=== comp_serial ===
### Wires at chosen ports, followed through buffers, comp_serial

Scale: 6 px per µm.
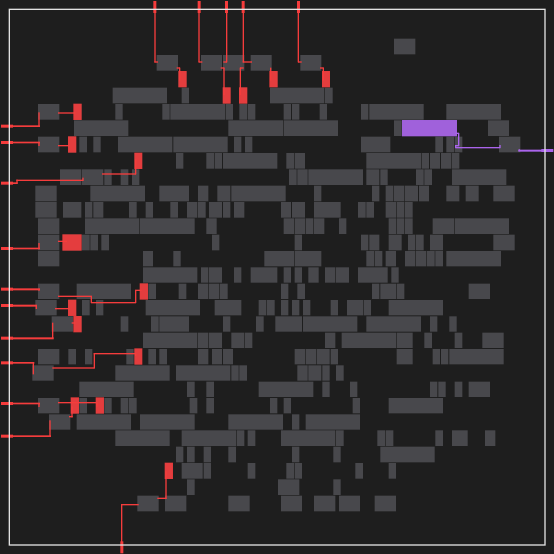

## config.mk

```make
export PLATFORM = sky130hd
export DESIGN_NAME = comp_serial
export DESIGN_NICKNAME = d
export VERILOG_FILES = /design/src/rtl/comp_pkg.sv /design/src/rtl/comp_chunk.sv /design/src/rtl/comp_serial.sv
export SDC_FILE = /design/constraint.sdc
export NUM_CORES = 1
export LEC_CHECK = 0
export ABC_AREA = 1
export CAP_MARGIN = 20
export CORE_MARGIN = 3
export CORE_UTILIZATION = 30
export DETAILED_ROUTE_END_ITERATION = 6
export GPL_ROUTABILITY_DRIVEN = 1
export PLACE_DENSITY = 0.5
export REMOVE_ABC_BUFFERS = 1
export SYNTH_ARGS = -nofsm -noshare
export SYNTH_HDL_FRONTEND = slang
export SYNTH_HIERARCHICAL = 1
export SYNTH_SLANG_ARGS = --single-unit
```

## constraint.sdc

```tcl
create_clock -name clk -period 3.2 [get_ports clk]
set_clock_uncertainty 0.15 [all_clocks]
set_input_delay 0.96 -clock clk [delete_from_list [all_inputs] [get_ports clk]]
set_output_delay 0.96 -clock clk [all_outputs]
set_load 0.01 [all_outputs]
```

## src/rtl/comp_pkg.sv

```systemverilog
// Shared types, result codes and sizing helpers for the serial magnitude comparator.
package comp_pkg;

  typedef enum logic {
    IDLE = 1'b0,
    CMP  = 1'b1
  } comp_state_t;

  localparam logic [1:0] RES_EQ = 2'b00;
  localparam logic [1:0] RES_GT = 2'b01;
  localparam logic [1:0] RES_LS = 2'b10;

  function automatic int num_chunks(input int width, input int chunk);
    return width / chunk;
  endfunction

  // Slice index needs at least one bit even for a single-slice compare.
  function automatic int idx_width(input int nchunk);
    return (nchunk <= 1) ? 1 : $clog2(nchunk);
  endfunction

endpackage

```

## src/rtl/comp_chunk.sv

```systemverilog
// Combinational CHUNK-bit unsigned slice comparator returning a 2-bit result code.
module comp_chunk
  import comp_pkg::*;
#(
  parameter int CHUNK = 4
) (
  input  logic [CHUNK-1:0] a,
  input  logic [CHUNK-1:0] b,
  output logic [1:0]       res
);

  always_comb begin
    res = RES_EQ;
    if (a > b) begin
      res = RES_GT;
    end else if (a < b) begin
      res = RES_LS;
    end
  end

endmodule

```

## src/rtl/comp_serial.sv

```systemverilog
// Multi-cycle MSB-first magnitude comparator with start/busy/done handshake,
// unsigned or two's-complement operands, and optional early exit.
module comp_serial
  import comp_pkg::*;
#(
  parameter int WIDTH      = 16,
  parameter int CHUNK      = 4,
  parameter int EARLY_EXIT = 1
) (
  input  logic             clk,
  input  logic             rst_n,
  input  logic             start,
  input  logic             signed_mode,
  input  logic [WIDTH-1:0] a,
  input  logic [WIDTH-1:0] b,
  output logic             busy,
  output logic             done,
  output logic             gt,
  output logic             eq,
  output logic             ls
);

  localparam int NCHUNK = num_chunks(WIDTH, CHUNK);
  localparam int IW     = idx_width(NCHUNK);
  localparam logic [IW-1:0]    LAST     = IW'(NCHUNK - 1);
  localparam logic [WIDTH-1:0] MSB_MASK = WIDTH'(1) << (WIDTH - 1);

  comp_state_t      state, state_d;
  logic [IW-1:0]    idx, idx_d;
  logic [WIDTH-1:0] a_q, a_d, b_q, b_d;
  logic             pend_valid, pend_valid_d;
  logic [1:0]       pend_res, pend_res_d;
  logic             busy_q, busy_d, done_q, done_d;
  logic             gt_q, gt_d, eq_q, eq_d, ls_q, ls_d;

  logic [CHUNK-1:0] a_sl [NCHUNK];
  logic [CHUNK-1:0] b_sl [NCHUNK];
  logic [1:0]       slice_res;
  logic [1:0]       final_res;
  logic             finish;

  for (genvar i = 0; i < NCHUNK; i++) begin : g_slice
    assign a_sl[i] = a_q[WIDTH-1-i*CHUNK -: CHUNK];
    assign b_sl[i] = b_q[WIDTH-1-i*CHUNK -: CHUNK];
  end

  comp_chunk #(.CHUNK(CHUNK)) u_chunk (
    .a   (a_sl[idx]),
    .b   (b_sl[idx]),
    .res (slice_res)
  );

  always_ff @(posedge clk or negedge rst_n) begin
    if (!rst_n) begin
      state      <= IDLE;
      idx        <= '0;
      a_q        <= '0;
      b_q        <= '0;
      pend_valid <= 1'b0;
      pend_res   <= RES_EQ;
      busy_q     <= 1'b0;
      done_q     <= 1'b0;
      gt_q       <= 1'b0;
      eq_q       <= 1'b0;
      ls_q       <= 1'b0;
    end else begin
      state      <= state_d;
      idx        <= idx_d;
      a_q        <= a_d;
      b_q        <= b_d;
      pend_valid <= pend_valid_d;
      pend_res   <= pend_res_d;
      busy_q     <= busy_d;
      done_q     <= done_d;
      gt_q       <= gt_d;
      eq_q       <= eq_d;
      ls_q       <= ls_d;
    end
  end

  always_comb begin
    state_d      = state;
    idx_d        = idx;
    a_d          = a_q;
    b_d          = b_q;
    pend_valid_d = pend_valid;
    pend_res_d   = pend_res;
    busy_d       = busy_q;
    done_d       = 1'b0;
    gt_d         = gt_q;
    eq_d         = eq_q;
    ls_d         = ls_q;
    final_res    = RES_EQ;
    finish       = 1'b0;

    case (state)
      IDLE: begin
        if (start) begin
          // Flipping both sign bits maps two's-complement order onto unsigned order.
          a_d          = signed_mode ? (a ^ MSB_MASK) : a;
          b_d          = signed_mode ? (b ^ MSB_MASK) : b;
          idx_d        = '0;
          pend_valid_d = 1'b0;
          pend_res_d   = RES_EQ;
          busy_d       = 1'b1;
          state_d      = CMP;
        end
      end
      CMP: begin
        if ((EARLY_EXIT != 0) && (slice_res != RES_EQ)) begin
          finish    = 1'b1;
          final_res = slice_res;
        end else begin
          // The most significant differing slice decides; later ones are ignored.
          if ((slice_res != RES_EQ) && !pend_valid) begin
            pend_valid_d = 1'b1;
            pend_res_d   = slice_res;
          end
          if (idx == LAST) begin
            finish    = 1'b1;
            final_res = pend_valid_d ? pend_res_d : RES_EQ;
          end else begin
            idx_d = idx + IW'(1);
          end
        end
        if (finish) begin
          gt_d    = (final_res == RES_GT);
          eq_d    = (final_res == RES_EQ);
          ls_d    = (final_res == RES_LS);
          done_d  = 1'b1;
          busy_d  = 1'b0;
          state_d = IDLE;
        end
      end
      default: state_d = IDLE;
    endcase
  end

  assign busy = busy_q;
  assign done = done_q;
  assign gt   = gt_q;
  assign eq   = eq_q;
  assign ls   = ls_q;

endmodule
```

=== if_stage_flat ===
==> config.mk <==
export PLATFORM = sky130hd
export DESIGN_NAME = if_stage_flat
export DESIGN_NICKNAME = d
export VERILOG_FILES = /design/src/rtl/core_pkg.sv /design/src/rtl/IF2ID_if.sv /design/src/rtl/if_stage.sv /design/src/flat_wrapper.sv
export SDC_FILE = /design/constraint.sdc
export NUM_CORES = 1
export LEC_CHECK = 0
export ABC_AREA = 0
export CORE_MARGIN = 3
export CORE_UTILIZATION = 49
export CTS_CLUSTER_SIZE = 14
export DETAILED_ROUTE_END_ITERATION = 16
export PLACE_DENSITY = 0.75
export SLEW_MARGIN = 5
export SYNTH_ARGS = -nofsm -noshare
export SYNTH_HDL_FRONTEND = slang
export SYNTH_SLANG_ARGS = --single-unit
==> constraint.sdc <==
create_clock -name clk -period 5.6 [get_ports clk]
set_input_delay 0.56 -clock clk [delete_from_list [all_inputs] [get_ports clk]]
set_output_delay 0.56 -clock clk [all_outputs]
set_load 0.05 [all_outputs]
==> src/rtl/core_pkg.sv <==
// core_pkg: shared types and constants for the in-order RISC-V pipeline.
package core_pkg;
    localparam int DATA_WIDTH = 32;
    localparam logic [DATA_WIDTH-1:0] NOP_INSTR        = 32'h0000_0013;
    localparam logic [DATA_WIDTH-1:0] RESET_PC_DEFAULT = 32'h0000_0000;

    typedef struct packed {
        logic [DATA_WIDTH-1:0] pc;
        logic [DATA_WIDTH-1:0] pc_plus4;
        logic [DATA_WIDTH-1:0] instruction;
    } if_id_data_t;

    typedef enum logic [1:0] {IDLE, REQ, WAIT, HOLD} if_state_e;

    localparam if_id_data_t BUBBLE = '{pc: '0, pc_plus4: '0, instruction: NOP_INSTR};
endpackage

==> src/rtl/IF2ID_if.sv <==
// IF2ID_if: IF/ID pipeline register contents, driven by fetch and read by decode.
interface IF2ID_if;
    import core_pkg::*;
    if_id_data_t data;
    modport MASTER (output data);
    modport SLAVE  (input  data);
endinterface

==> src/rtl/if_stage.sv <==
// if_stage: PC, instruction fetch over req/gnt/rvalid, and the IF/ID register.
module if_stage
    import core_pkg::*;
#(
    parameter logic [DATA_WIDTH-1:0] RESET_PC = RESET_PC_DEFAULT
) (
    input  logic                  clk,
    input  logic                  rst_n,
    input  logic                  stall_i,
    input  logic                  flush_i,
    input  logic                  redirect_i,
    input  logic [DATA_WIDTH-1:0] redirect_pc_i,
    output logic                  imem_req_o,
    output logic [DATA_WIDTH-1:0] imem_addr_o,
    input  logic                  imem_gnt_i,
    input  logic                  imem_rvalid_i,
    input  logic [DATA_WIDTH-1:0] imem_rdata_i,
    IF2ID_if.MASTER               bus_out
);
    if_state_e             state_q, state_d;
    logic [DATA_WIDTH-1:0] pc_q, pc_d, pc_next;
    logic                  discard_q, discard_d;
    if_id_data_t           hold_q, hold_d, if_id_q, if_id_d, fetched;
    logic                  resp, accept, capture;

    always_ff @(posedge clk or negedge rst_n) begin
        if (!rst_n) begin
            state_q   <= IDLE;
            pc_q      <= RESET_PC;
            discard_q <= 1'b0;
            hold_q    <= BUBBLE;
            if_id_q   <= BUBBLE;
        end else begin
            state_q   <= state_d;
            pc_q      <= pc_d;
            discard_q <= discard_d;
            hold_q    <= hold_d;
            if_id_q   <= if_id_d;
        end
    end

    // A response only counts when it is not stale and no redirect overrides it.
    always_comb begin
        pc_next     = pc_q + 32'd4;
        resp        = state_q == WAIT && imem_rvalid_i && !discard_q && !redirect_i;
        accept      = resp && !stall_i;
        capture     = resp && stall_i;
        fetched     = '{pc: pc_q, pc_plus4: pc_next, instruction: imem_rdata_i};
        imem_req_o  = state_q == REQ || accept;
        imem_addr_o = accept ? pc_next : (state_q == REQ && redirect_i) ? redirect_pc_i : pc_q;
        pc_d        = redirect_i ? redirect_pc_i : (accept || capture) ? pc_next : pc_q;
        hold_d      = redirect_i ? BUBBLE : capture ? fetched : hold_q;
        if_id_d     = (redirect_i || flush_i) ? BUBBLE :
                      accept ? fetched :
                      (state_q == HOLD && !stall_i) ? hold_q : if_id_q;
    end

    always_comb begin
        state_d   = state_q;
        discard_d = discard_q;
        case (state_q)
            IDLE: state_d = REQ;
            REQ: begin
                state_d   = imem_gnt_i ? WAIT : REQ;
                discard_d = redirect_i && imem_gnt_i;
            end
            WAIT: begin
                if (redirect_i) begin
                    state_d   = imem_rvalid_i ? REQ : WAIT;
                    discard_d = !imem_rvalid_i;
                end else if (imem_rvalid_i) begin
                    state_d   = discard_q ? REQ : stall_i ? HOLD : imem_gnt_i ? WAIT : REQ;
                    discard_d = 1'b0;
                end
            end
            HOLD: state_d = (redirect_i || !stall_i) ? REQ : HOLD;
            default: state_d = IDLE;
        endcase
    end

    assign bus_out.data = if_id_q;
endmodule
==> src/flat_wrapper.sv <==
// flat-port wrapper written by rule: the top's interface ports become plain ports
module if_stage_flat import core_pkg::*;
#(
    parameter logic [DATA_WIDTH-1:0] RESET_PC = RESET_PC_DEFAULT
)
  (clk, rst_n, stall_i, flush_i, redirect_i, redirect_pc_i, imem_req_o, imem_addr_o, imem_gnt_i, imem_rvalid_i, imem_rdata_i, bus_out_data);
  IF2ID_if bus_out_i ();
  input  logic clk;
  input  logic rst_n;
  input  logic stall_i;
  input  logic flush_i;
  input  logic redirect_i;
  input  logic [DATA_WIDTH-1:0] redirect_pc_i;
  output logic imem_req_o;
  output logic [DATA_WIDTH-1:0] imem_addr_o;
  input  logic imem_gnt_i;
  input  logic imem_rvalid_i;
  input  logic [DATA_WIDTH-1:0] imem_rdata_i;
  output wire logic [$bits(bus_out_i.data)-1:0] bus_out_data;
  assign bus_out_data = bus_out_i.data;
  if_stage #(.RESET_PC(RESET_PC)) u_core (.clk(clk), .rst_n(rst_n), .stall_i(stall_i), .flush_i(flush_i), .redirect_i(redirect_i), .redirect_pc_i(redirect_pc_i), .imem_req_o(imem_req_o), .imem_addr_o(imem_addr_o), .imem_gnt_i(imem_gnt_i), .imem_rvalid_i(imem_rvalid_i), .imem_rdata_i(imem_rdata_i), .bus_out(bus_out_i));
endmodule
=== apb_uart_fifo_bridge ===
`src/rtl/apb_uart_pkg.sv`:
```
// Shared register map and bit positions for the APB UART FIFO bridge.
package apb_uart_pkg;

    localparam logic [31:0] ADDR_DATA   = 32'h00;
    localparam logic [31:0] ADDR_CTRL   = 32'h04;
    localparam logic [31:0] ADDR_STATUS = 32'h08;

    localparam int CTRL_MODE_LSB = 0;
    localparam int CTRL_RX_IE    = 2;
    localparam int CTRL_TX_IE    = 3;
    localparam int CTRL_OVF_IE   = 4;
    localparam int CTRL_TXFLUSH  = 5;
    localparam int CTRL_RXFLUSH  = 6;
    localparam int CTRL_STORED_W = 5;

    localparam int STATUS_TX_EMPTY  = 0;
    localparam int STATUS_TX_FULL   = 1;
    localparam int STATUS_RX_EMPTY  = 2;
    localparam int STATUS_RX_FULL   = 3;
    localparam int STATUS_RX_OVF    = 4;
    localparam int STATUS_TXCNT_LSB = 8;
    localparam int STATUS_RXCNT_LSB = 16;

    typedef enum logic [1:0] {
        REG_DATA,
        REG_CTRL,
        REG_STATUS,
        REG_NONE
    } reg_sel_e;

    function automatic reg_sel_e decode_offset(input logic [31:0] offset);
        case (offset)
            ADDR_DATA:   return REG_DATA;
            ADDR_CTRL:   return REG_CTRL;
            ADDR_STATUS: return REG_STATUS;
            default:     return REG_NONE;
        endcase
    endfunction

endpackage

```
`src/rtl/sync_fifo.sv`:
```
// Show-ahead synchronous FIFO; a pop frees its slot for a same-cycle push, flush wins over both.
module sync_fifo #(
    parameter int WIDTH = 8,
    parameter int DEPTH = 16,
    localparam int PTR_W = $clog2(DEPTH),
    localparam int CNT_W = $clog2(DEPTH + 1)
) (
    input  logic             i_clk,
    input  logic             i_rst_n,
    input  logic             i_push,
    input  logic [WIDTH-1:0] i_din,
    input  logic             i_pop,
    input  logic             i_flush,
    output logic             o_full,
    output logic             o_empty,
    output logic [CNT_W-1:0] o_count,
    output logic [WIDTH-1:0] o_dout
);

    logic [WIDTH-1:0] r_mem [DEPTH];
    logic [PTR_W-1:0] r_wr_ptr;
    logic [PTR_W-1:0] r_rd_ptr;
    logic [CNT_W-1:0] r_count;
    logic             w_do_push;
    logic             w_do_pop;

    assign o_full    = (r_count == CNT_W'(DEPTH));
    assign o_empty   = (r_count == '0);
    assign o_count   = r_count;
    assign w_do_pop  = i_pop & ~o_empty;
    assign w_do_push = i_push & (~o_full | w_do_pop);
    // Head is forced to zero when empty so stale storage never leaks out.
    assign o_dout    = o_empty ? '0 : r_mem[r_rd_ptr];

    always_ff @(posedge i_clk or negedge i_rst_n) begin
        if (!i_rst_n) begin
            r_wr_ptr <= '0;
            r_rd_ptr <= '0;
            r_count  <= '0;
        end else if (i_flush) begin
            r_wr_ptr <= '0;
            r_rd_ptr <= '0;
            r_count  <= '0;
        end else begin
            if (w_do_push) r_wr_ptr <= r_wr_ptr + 1'b1;
            if (w_do_pop)  r_rd_ptr <= r_rd_ptr + 1'b1;
            case ({w_do_push, w_do_pop})
                2'b10:   r_count <= r_count + 1'b1;
                2'b01:   r_count <= r_count - 1'b1;
                default: r_count <= r_count;
            endcase
        end
    end

    always_ff @(posedge i_clk) begin
        if (w_do_push && !i_flush) r_mem[r_wr_ptr] <= i_din;
    end

endmodule

```
`src/rtl/apb_uart_fifo_bridge.sv`:
```
// APB slave exposing TX/RX FIFOs, control, status and a sticky overflow interrupt to a UART core.
module apb_uart_fifo_bridge
    import apb_uart_pkg::*;
#(
    parameter int DATA_W   = 8,
    parameter int TX_DEPTH = 16,
    parameter int RX_DEPTH = 16,
    parameter int ADDR_W   = 6
) (
    input  logic              pclk,
    input  logic              presetn,
    input  logic [ADDR_W-1:0] paddr,
    input  logic              psel,
    input  logic              penable,
    input  logic              pwrite,
    input  logic [31:0]       pwdata,
    output logic [31:0]       prdata,
    output logic              pready,
    output logic              pslverr,
    output logic [DATA_W-1:0] tx_data,
    output logic              tx_valid,
    input  logic              tx_ready,
    input  logic [DATA_W-1:0] rx_data,
    input  logic              rx_valid,
    output logic [1:0]        mode,
    output logic              irq
);

    localparam int TX_CNT_W = $clog2(TX_DEPTH + 1);
    localparam int RX_CNT_W = $clog2(RX_DEPTH + 1);

    logic [CTRL_STORED_W-1:0] r_ctrl;
    logic                     r_rx_ovf;
    logic                     r_irq;

    reg_sel_e            w_sel;
    logic                w_access, w_wr, w_rd;
    logic                w_tx_push, w_tx_pop, w_tx_flush, w_tx_full, w_tx_empty;
    logic                w_rx_pop, w_rx_flush, w_rx_full, w_rx_empty;
    logic                w_rd_data, w_ovf_set, w_ovf_clr;
    logic [TX_CNT_W-1:0] w_tx_count;
    logic [RX_CNT_W-1:0] w_rx_count;
    logic [DATA_W-1:0]   w_rx_dout;
    logic [31:0]         w_status;
    logic                w_unused_pwdata;

    assign w_sel      = decode_offset(32'(paddr));
    assign w_access   = psel & penable;
    assign w_wr       = w_access & pwrite;
    assign w_rd       = w_access & ~pwrite;
    assign w_rd_data  = w_rd & (w_sel == REG_DATA);

    assign w_tx_push  = w_wr & (w_sel == REG_DATA);
    assign w_tx_pop   = ~w_tx_empty & tx_ready;
    assign w_tx_flush = w_wr & (w_sel == REG_CTRL) & pwdata[CTRL_TXFLUSH];
    assign w_rx_pop   = w_rd_data & ~w_rx_empty;
    assign w_rx_flush = w_wr & (w_sel == REG_CTRL) & pwdata[CTRL_RXFLUSH];

    // A same-cycle APB pop makes room, so only an unrelieved full FIFO overflows.
    assign w_ovf_set  = rx_valid & w_rx_full & ~w_rx_pop & ~w_rx_flush;
    assign w_ovf_clr  = w_wr & (w_sel == REG_STATUS) & pwdata[STATUS_RX_OVF];
    assign w_unused_pwdata = ^pwdata;

    sync_fifo #(.WIDTH(DATA_W), .DEPTH(TX_DEPTH)) u_tx_fifo (
        .i_clk   (pclk),
        .i_rst_n (presetn),
        .i_push  (w_tx_push),
        .i_din   (pwdata[DATA_W-1:0]),
        .i_pop   (w_tx_pop),
        .i_flush (w_tx_flush),
        .o_full  (w_tx_full),
        .o_empty (w_tx_empty),
        .o_count (w_tx_count),
        .o_dout  (tx_data)
    );

    sync_fifo #(.WIDTH(DATA_W), .DEPTH(RX_DEPTH)) u_rx_fifo (
        .i_clk   (pclk),
        .i_rst_n (presetn),
        .i_push  (rx_valid),
        .i_din   (rx_data),
        .i_pop   (w_rx_pop),
        .i_flush (w_rx_flush),
        .o_full  (w_rx_full),
        .o_empty (w_rx_empty),
        .o_count (w_rx_count),
        .o_dout  (w_rx_dout)
    );

    always_ff @(posedge pclk or negedge presetn) begin
        if (!presetn) begin
            r_ctrl   <= '0;
            r_rx_ovf <= 1'b0;
            r_irq    <= 1'b0;
        end else begin
            if (w_wr && (w_sel == REG_CTRL)) r_ctrl <= pwdata[CTRL_STORED_W-1:0];
            if (w_ovf_set)      r_rx_ovf <= 1'b1;
            else if (w_ovf_clr) r_rx_ovf <= 1'b0;
            r_irq <= (r_ctrl[CTRL_RX_IE]  & ~w_rx_empty) |
                     (r_ctrl[CTRL_TX_IE]  &  w_tx_empty) |
                     (r_ctrl[CTRL_OVF_IE] &  r_rx_ovf);
        end
    end

    always_comb begin
        w_status = '0;
        w_status[STATUS_TX_EMPTY] = w_tx_empty;
        w_status[STATUS_TX_FULL]  = w_tx_full;
        w_status[STATUS_RX_EMPTY] = w_rx_empty;
        w_status[STATUS_RX_FULL]  = w_rx_full;
        w_status[STATUS_RX_OVF]   = r_rx_ovf;
        w_status[STATUS_TXCNT_LSB +: 8] = 8'(w_tx_count);
        w_status[STATUS_RXCNT_LSB +: 8] = 8'(w_rx_count);
    end

    always_comb begin
        prdata = '0;
        if (psel && !pwrite) begin
            case (w_sel)
                REG_DATA:   prdata = 32'(w_rx_dout);
                REG_CTRL:   prdata = 32'(r_ctrl);
                REG_STATUS: prdata = w_status;
                default:    prdata = '0;
            endcase
        end
    end

    assign pslverr  = w_access & ((w_sel == REG_NONE) |
                                  (w_tx_push & w_tx_full & ~w_tx_pop) |
                                  (w_rd_data & w_rx_empty));
    assign pready   = 1'b1;
    assign tx_valid = ~w_tx_empty;
    assign mode     = r_ctrl[CTRL_MODE_LSB +: 2];
    assign irq      = r_irq;

endmodule

```
`config.mk`:
```
export PLATFORM = sky130hd
export DESIGN_NAME = apb_uart_fifo_bridge
export DESIGN_NICKNAME = d
export VERILOG_FILES = /design/src/rtl/apb_uart_pkg.sv /design/src/rtl/sync_fifo.sv /design/src/rtl/apb_uart_fifo_bridge.sv
export SDC_FILE = /design/constraint.sdc
export NUM_CORES = 1
export LEC_CHECK = 0
export CORE_MARGIN = 2
export CORE_UTILIZATION = 54
export CTS_CLUSTER_SIZE = 14
export DETAILED_ROUTE_END_ITERATION = 12
export MAX_ROUTING_LAYER = met4
export PLACE_DENSITY_LB_ADDON = 0.12
export SYNTH_ARGS = -nofsm -noshare
export SYNTH_HDL_FRONTEND = slang
export SYNTH_SLANG_ARGS = --single-unit
export TNS_END_PERCENT = 30
```
`constraint.sdc`:
```
create_clock -name pclk -period 3.98 [get_ports pclk]
set_input_delay 0.796 -clock pclk [delete_from_list [all_inputs] [get_ports pclk]]
set_output_delay 0.796 -clock pclk [all_outputs]
set_load 0.01 [all_outputs]
```
### Wires at chosen ports, followed through buffers, apb_uart_fifo_bridge

Scale: 3 px per µm.
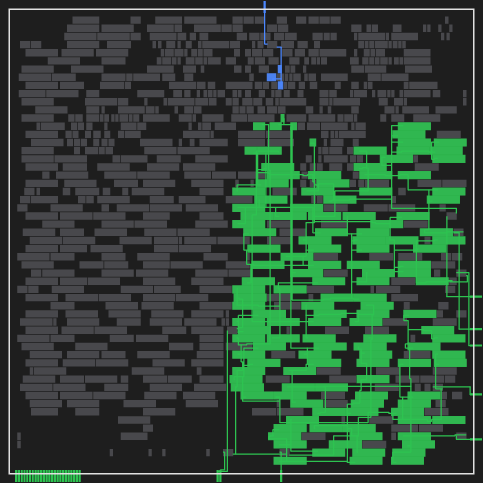
penable: shown in blue, bits 1, direction input, edge top, end cells 3, buffers 1, wire 29.7 µm. pwdata: shown in green, bits 32, direction input, edge 27 bottom, 5 right, end cells 136, buffers 9, wire 1900 µm.
PortBufs: 59
# IOs: 99

==> ci_impl_report.md, apb_uart_fifo_bridge <==
## Implementation flow summary

| Metric | Value |
|---|---|
| Hold path endpoint | `irq` |
| Clock buf count | `37` |
| Drc violations | `0` |
| Ratio of cells with drive above 1 in the final layout | `about 22%` |
| Core Rows | `55` |
| Pre-CTS worst setup slack | `between 0.02 and 0.03 ns` |
| P_seq | `about 3.8 mW` |
| # Cells Yosys | `approximately 660` |
| Post-synth top cells | `edfxtp_1, mux4_2, and2_1` |
| Die Ht | `154.3 µm` |
| Yosys Warn Count | `0` |
| GP Congestion | `roughly 0.8` |
| Fin. max-slew vios | `0` |
| Grt met2 use | `36.90%` |
| Tapcells | `roughly 290` |
| Area of the chip | `23820 µm²` |
| Synth Flop Type | `edfxtp_1` |
| Flip-flops with a built-in enable | `roughly 260` |
| Hold Buf Count CTS | `0` |
| Status | `finished clean` |
| FF-to-FF path depth | `12` |
| PnR worst setup slack | `between 0.15 and 0.2 ns` |
| Post-CTS Setup Bufs | `0` |
| WS Path Type | `reg2out` |
| Switching power | `about 2.2 mW` |
| Static leakage | `about 4.8 nW` |
| Vias/cell | `about 5.7` |
| Logic pwr share | `between 20% and 30%` |
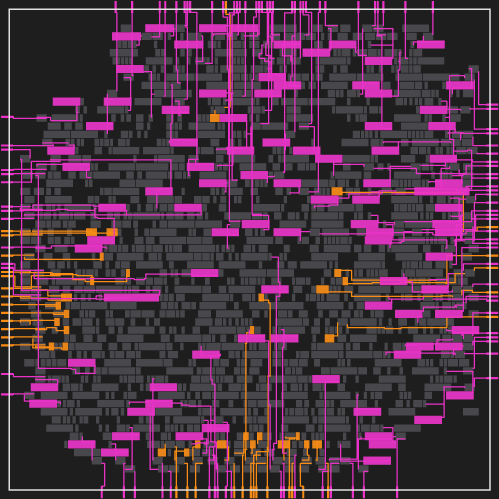
*Wires at chosen ports, followed through buffers, if_stage_flat*
Scale: 3 px per µm.
imem_addr_o: shown in orange, bits 32, direction output, edge 13 left, 13 bottom, 5 right, 1 top, end cells 32, buffers 32, wire 1010 µm. bus_out_data: shown in magenta, bits 96, direction output, edge 33 top, 31 right, 18 bottom, 14 left, end cells 94, buffers 96, wire 3880 µm.
PortBufs: 199
# IOs: 200

==> ci_impl_report.md, if_stage_flat <==
## Implementation flow summary

| Metric | Value |
|---|---|
| H-Tree Depth | `1` |
| Die X-Extent | `~160 µm` |
| Top cell type's share of synthesized area | `between 40% and 50%` |
| Mapped Cells | `approximately 1400` |
| Buffers, non-clock | `211` |
| GRT Total Usage | `between 20% and 30%` |
| Yosys Warn Count | `0` |
| Number of detailed-route iterations in the first pass | `5` |
| Most used logic cell in the final layout | `nand2_1` |
| Setup Total Neg Slack | `0 ns` |
| Max Used Layer | `met5` |
| Root Driver | `clkbuf_16` |
| Status | `finished clean` |
| Fin. max-slew vios | `0` |
| Routed length on met3 | `about 2900 µm` |
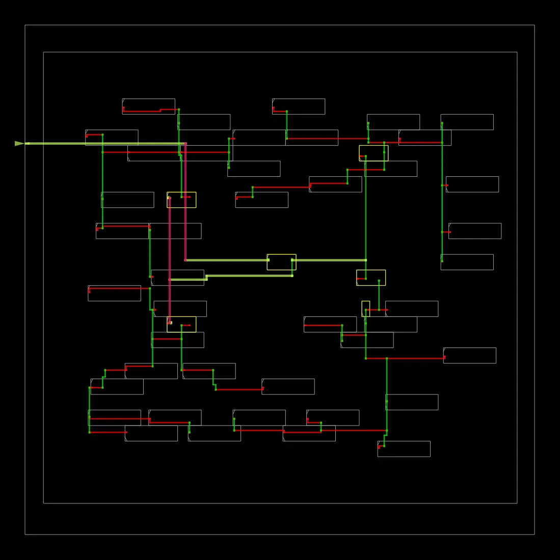
*Clock wiring as the flow saved it, comp_serial*
Num CTS Buffers: 5
Clk power: 0.314 mW

About 'Wires at chosen ports, followed through buffers' of comp_serial:
b: shown in red, bits 16, direction input, edge 10 left, 5 top, 1 bottom, end cells 16, buffers 16, wire 202 µm. eq: shown in purple, bits 1, direction output, edge right, end cells 1, buffers 1, wire 15.1 µm.
# IOs: 41
PortBufs: 40

==> ci_impl_report.md, comp_serial <==
## Implementation flow summary

| Metric | Value |
|---|---|
| Tapcells | `~77` |
| Adder share | `under 10%` |
| Status | `finished clean` |
| First-pass GRT wire length | `7762 µm` |
| Area of the chip | `7931 µm²` |
| Post-layout period usage | `roughly 83%` |
| # diodes | `0` |
| RR Startpoint | `idx[1]` |
| GRT Total Usage | `12.59%` |
| Worst-Skew Late Latency | `about 0.29 ns` |
| Placed instance area | `between 2000 and 3000 µm²` |
| Fin. max-slew vios | `0` |
| Flip-flops with a built-in enable | `0` |
| Die Ht | `roughly 89 µm` |
| Seq area share | `approximately two fifths` |


## Gallery

Logic cells by family.
Plate I
Scale: 4 px per µm.
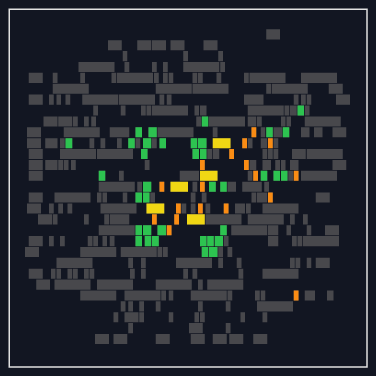
Plate II
Scale: 2 px per µm.
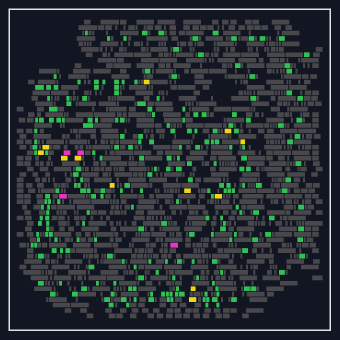
Plate III
Scale: 2 px per µm.
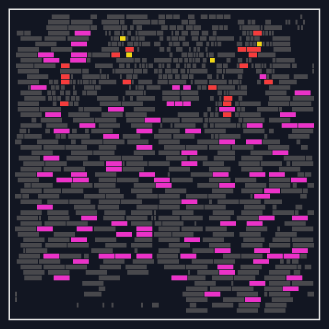
if_stage_flat is Plate II.
comp_serial is Plate I.
apb_uart_fifo_bridge is Plate III.

Power and IR drop assume default switching activity.
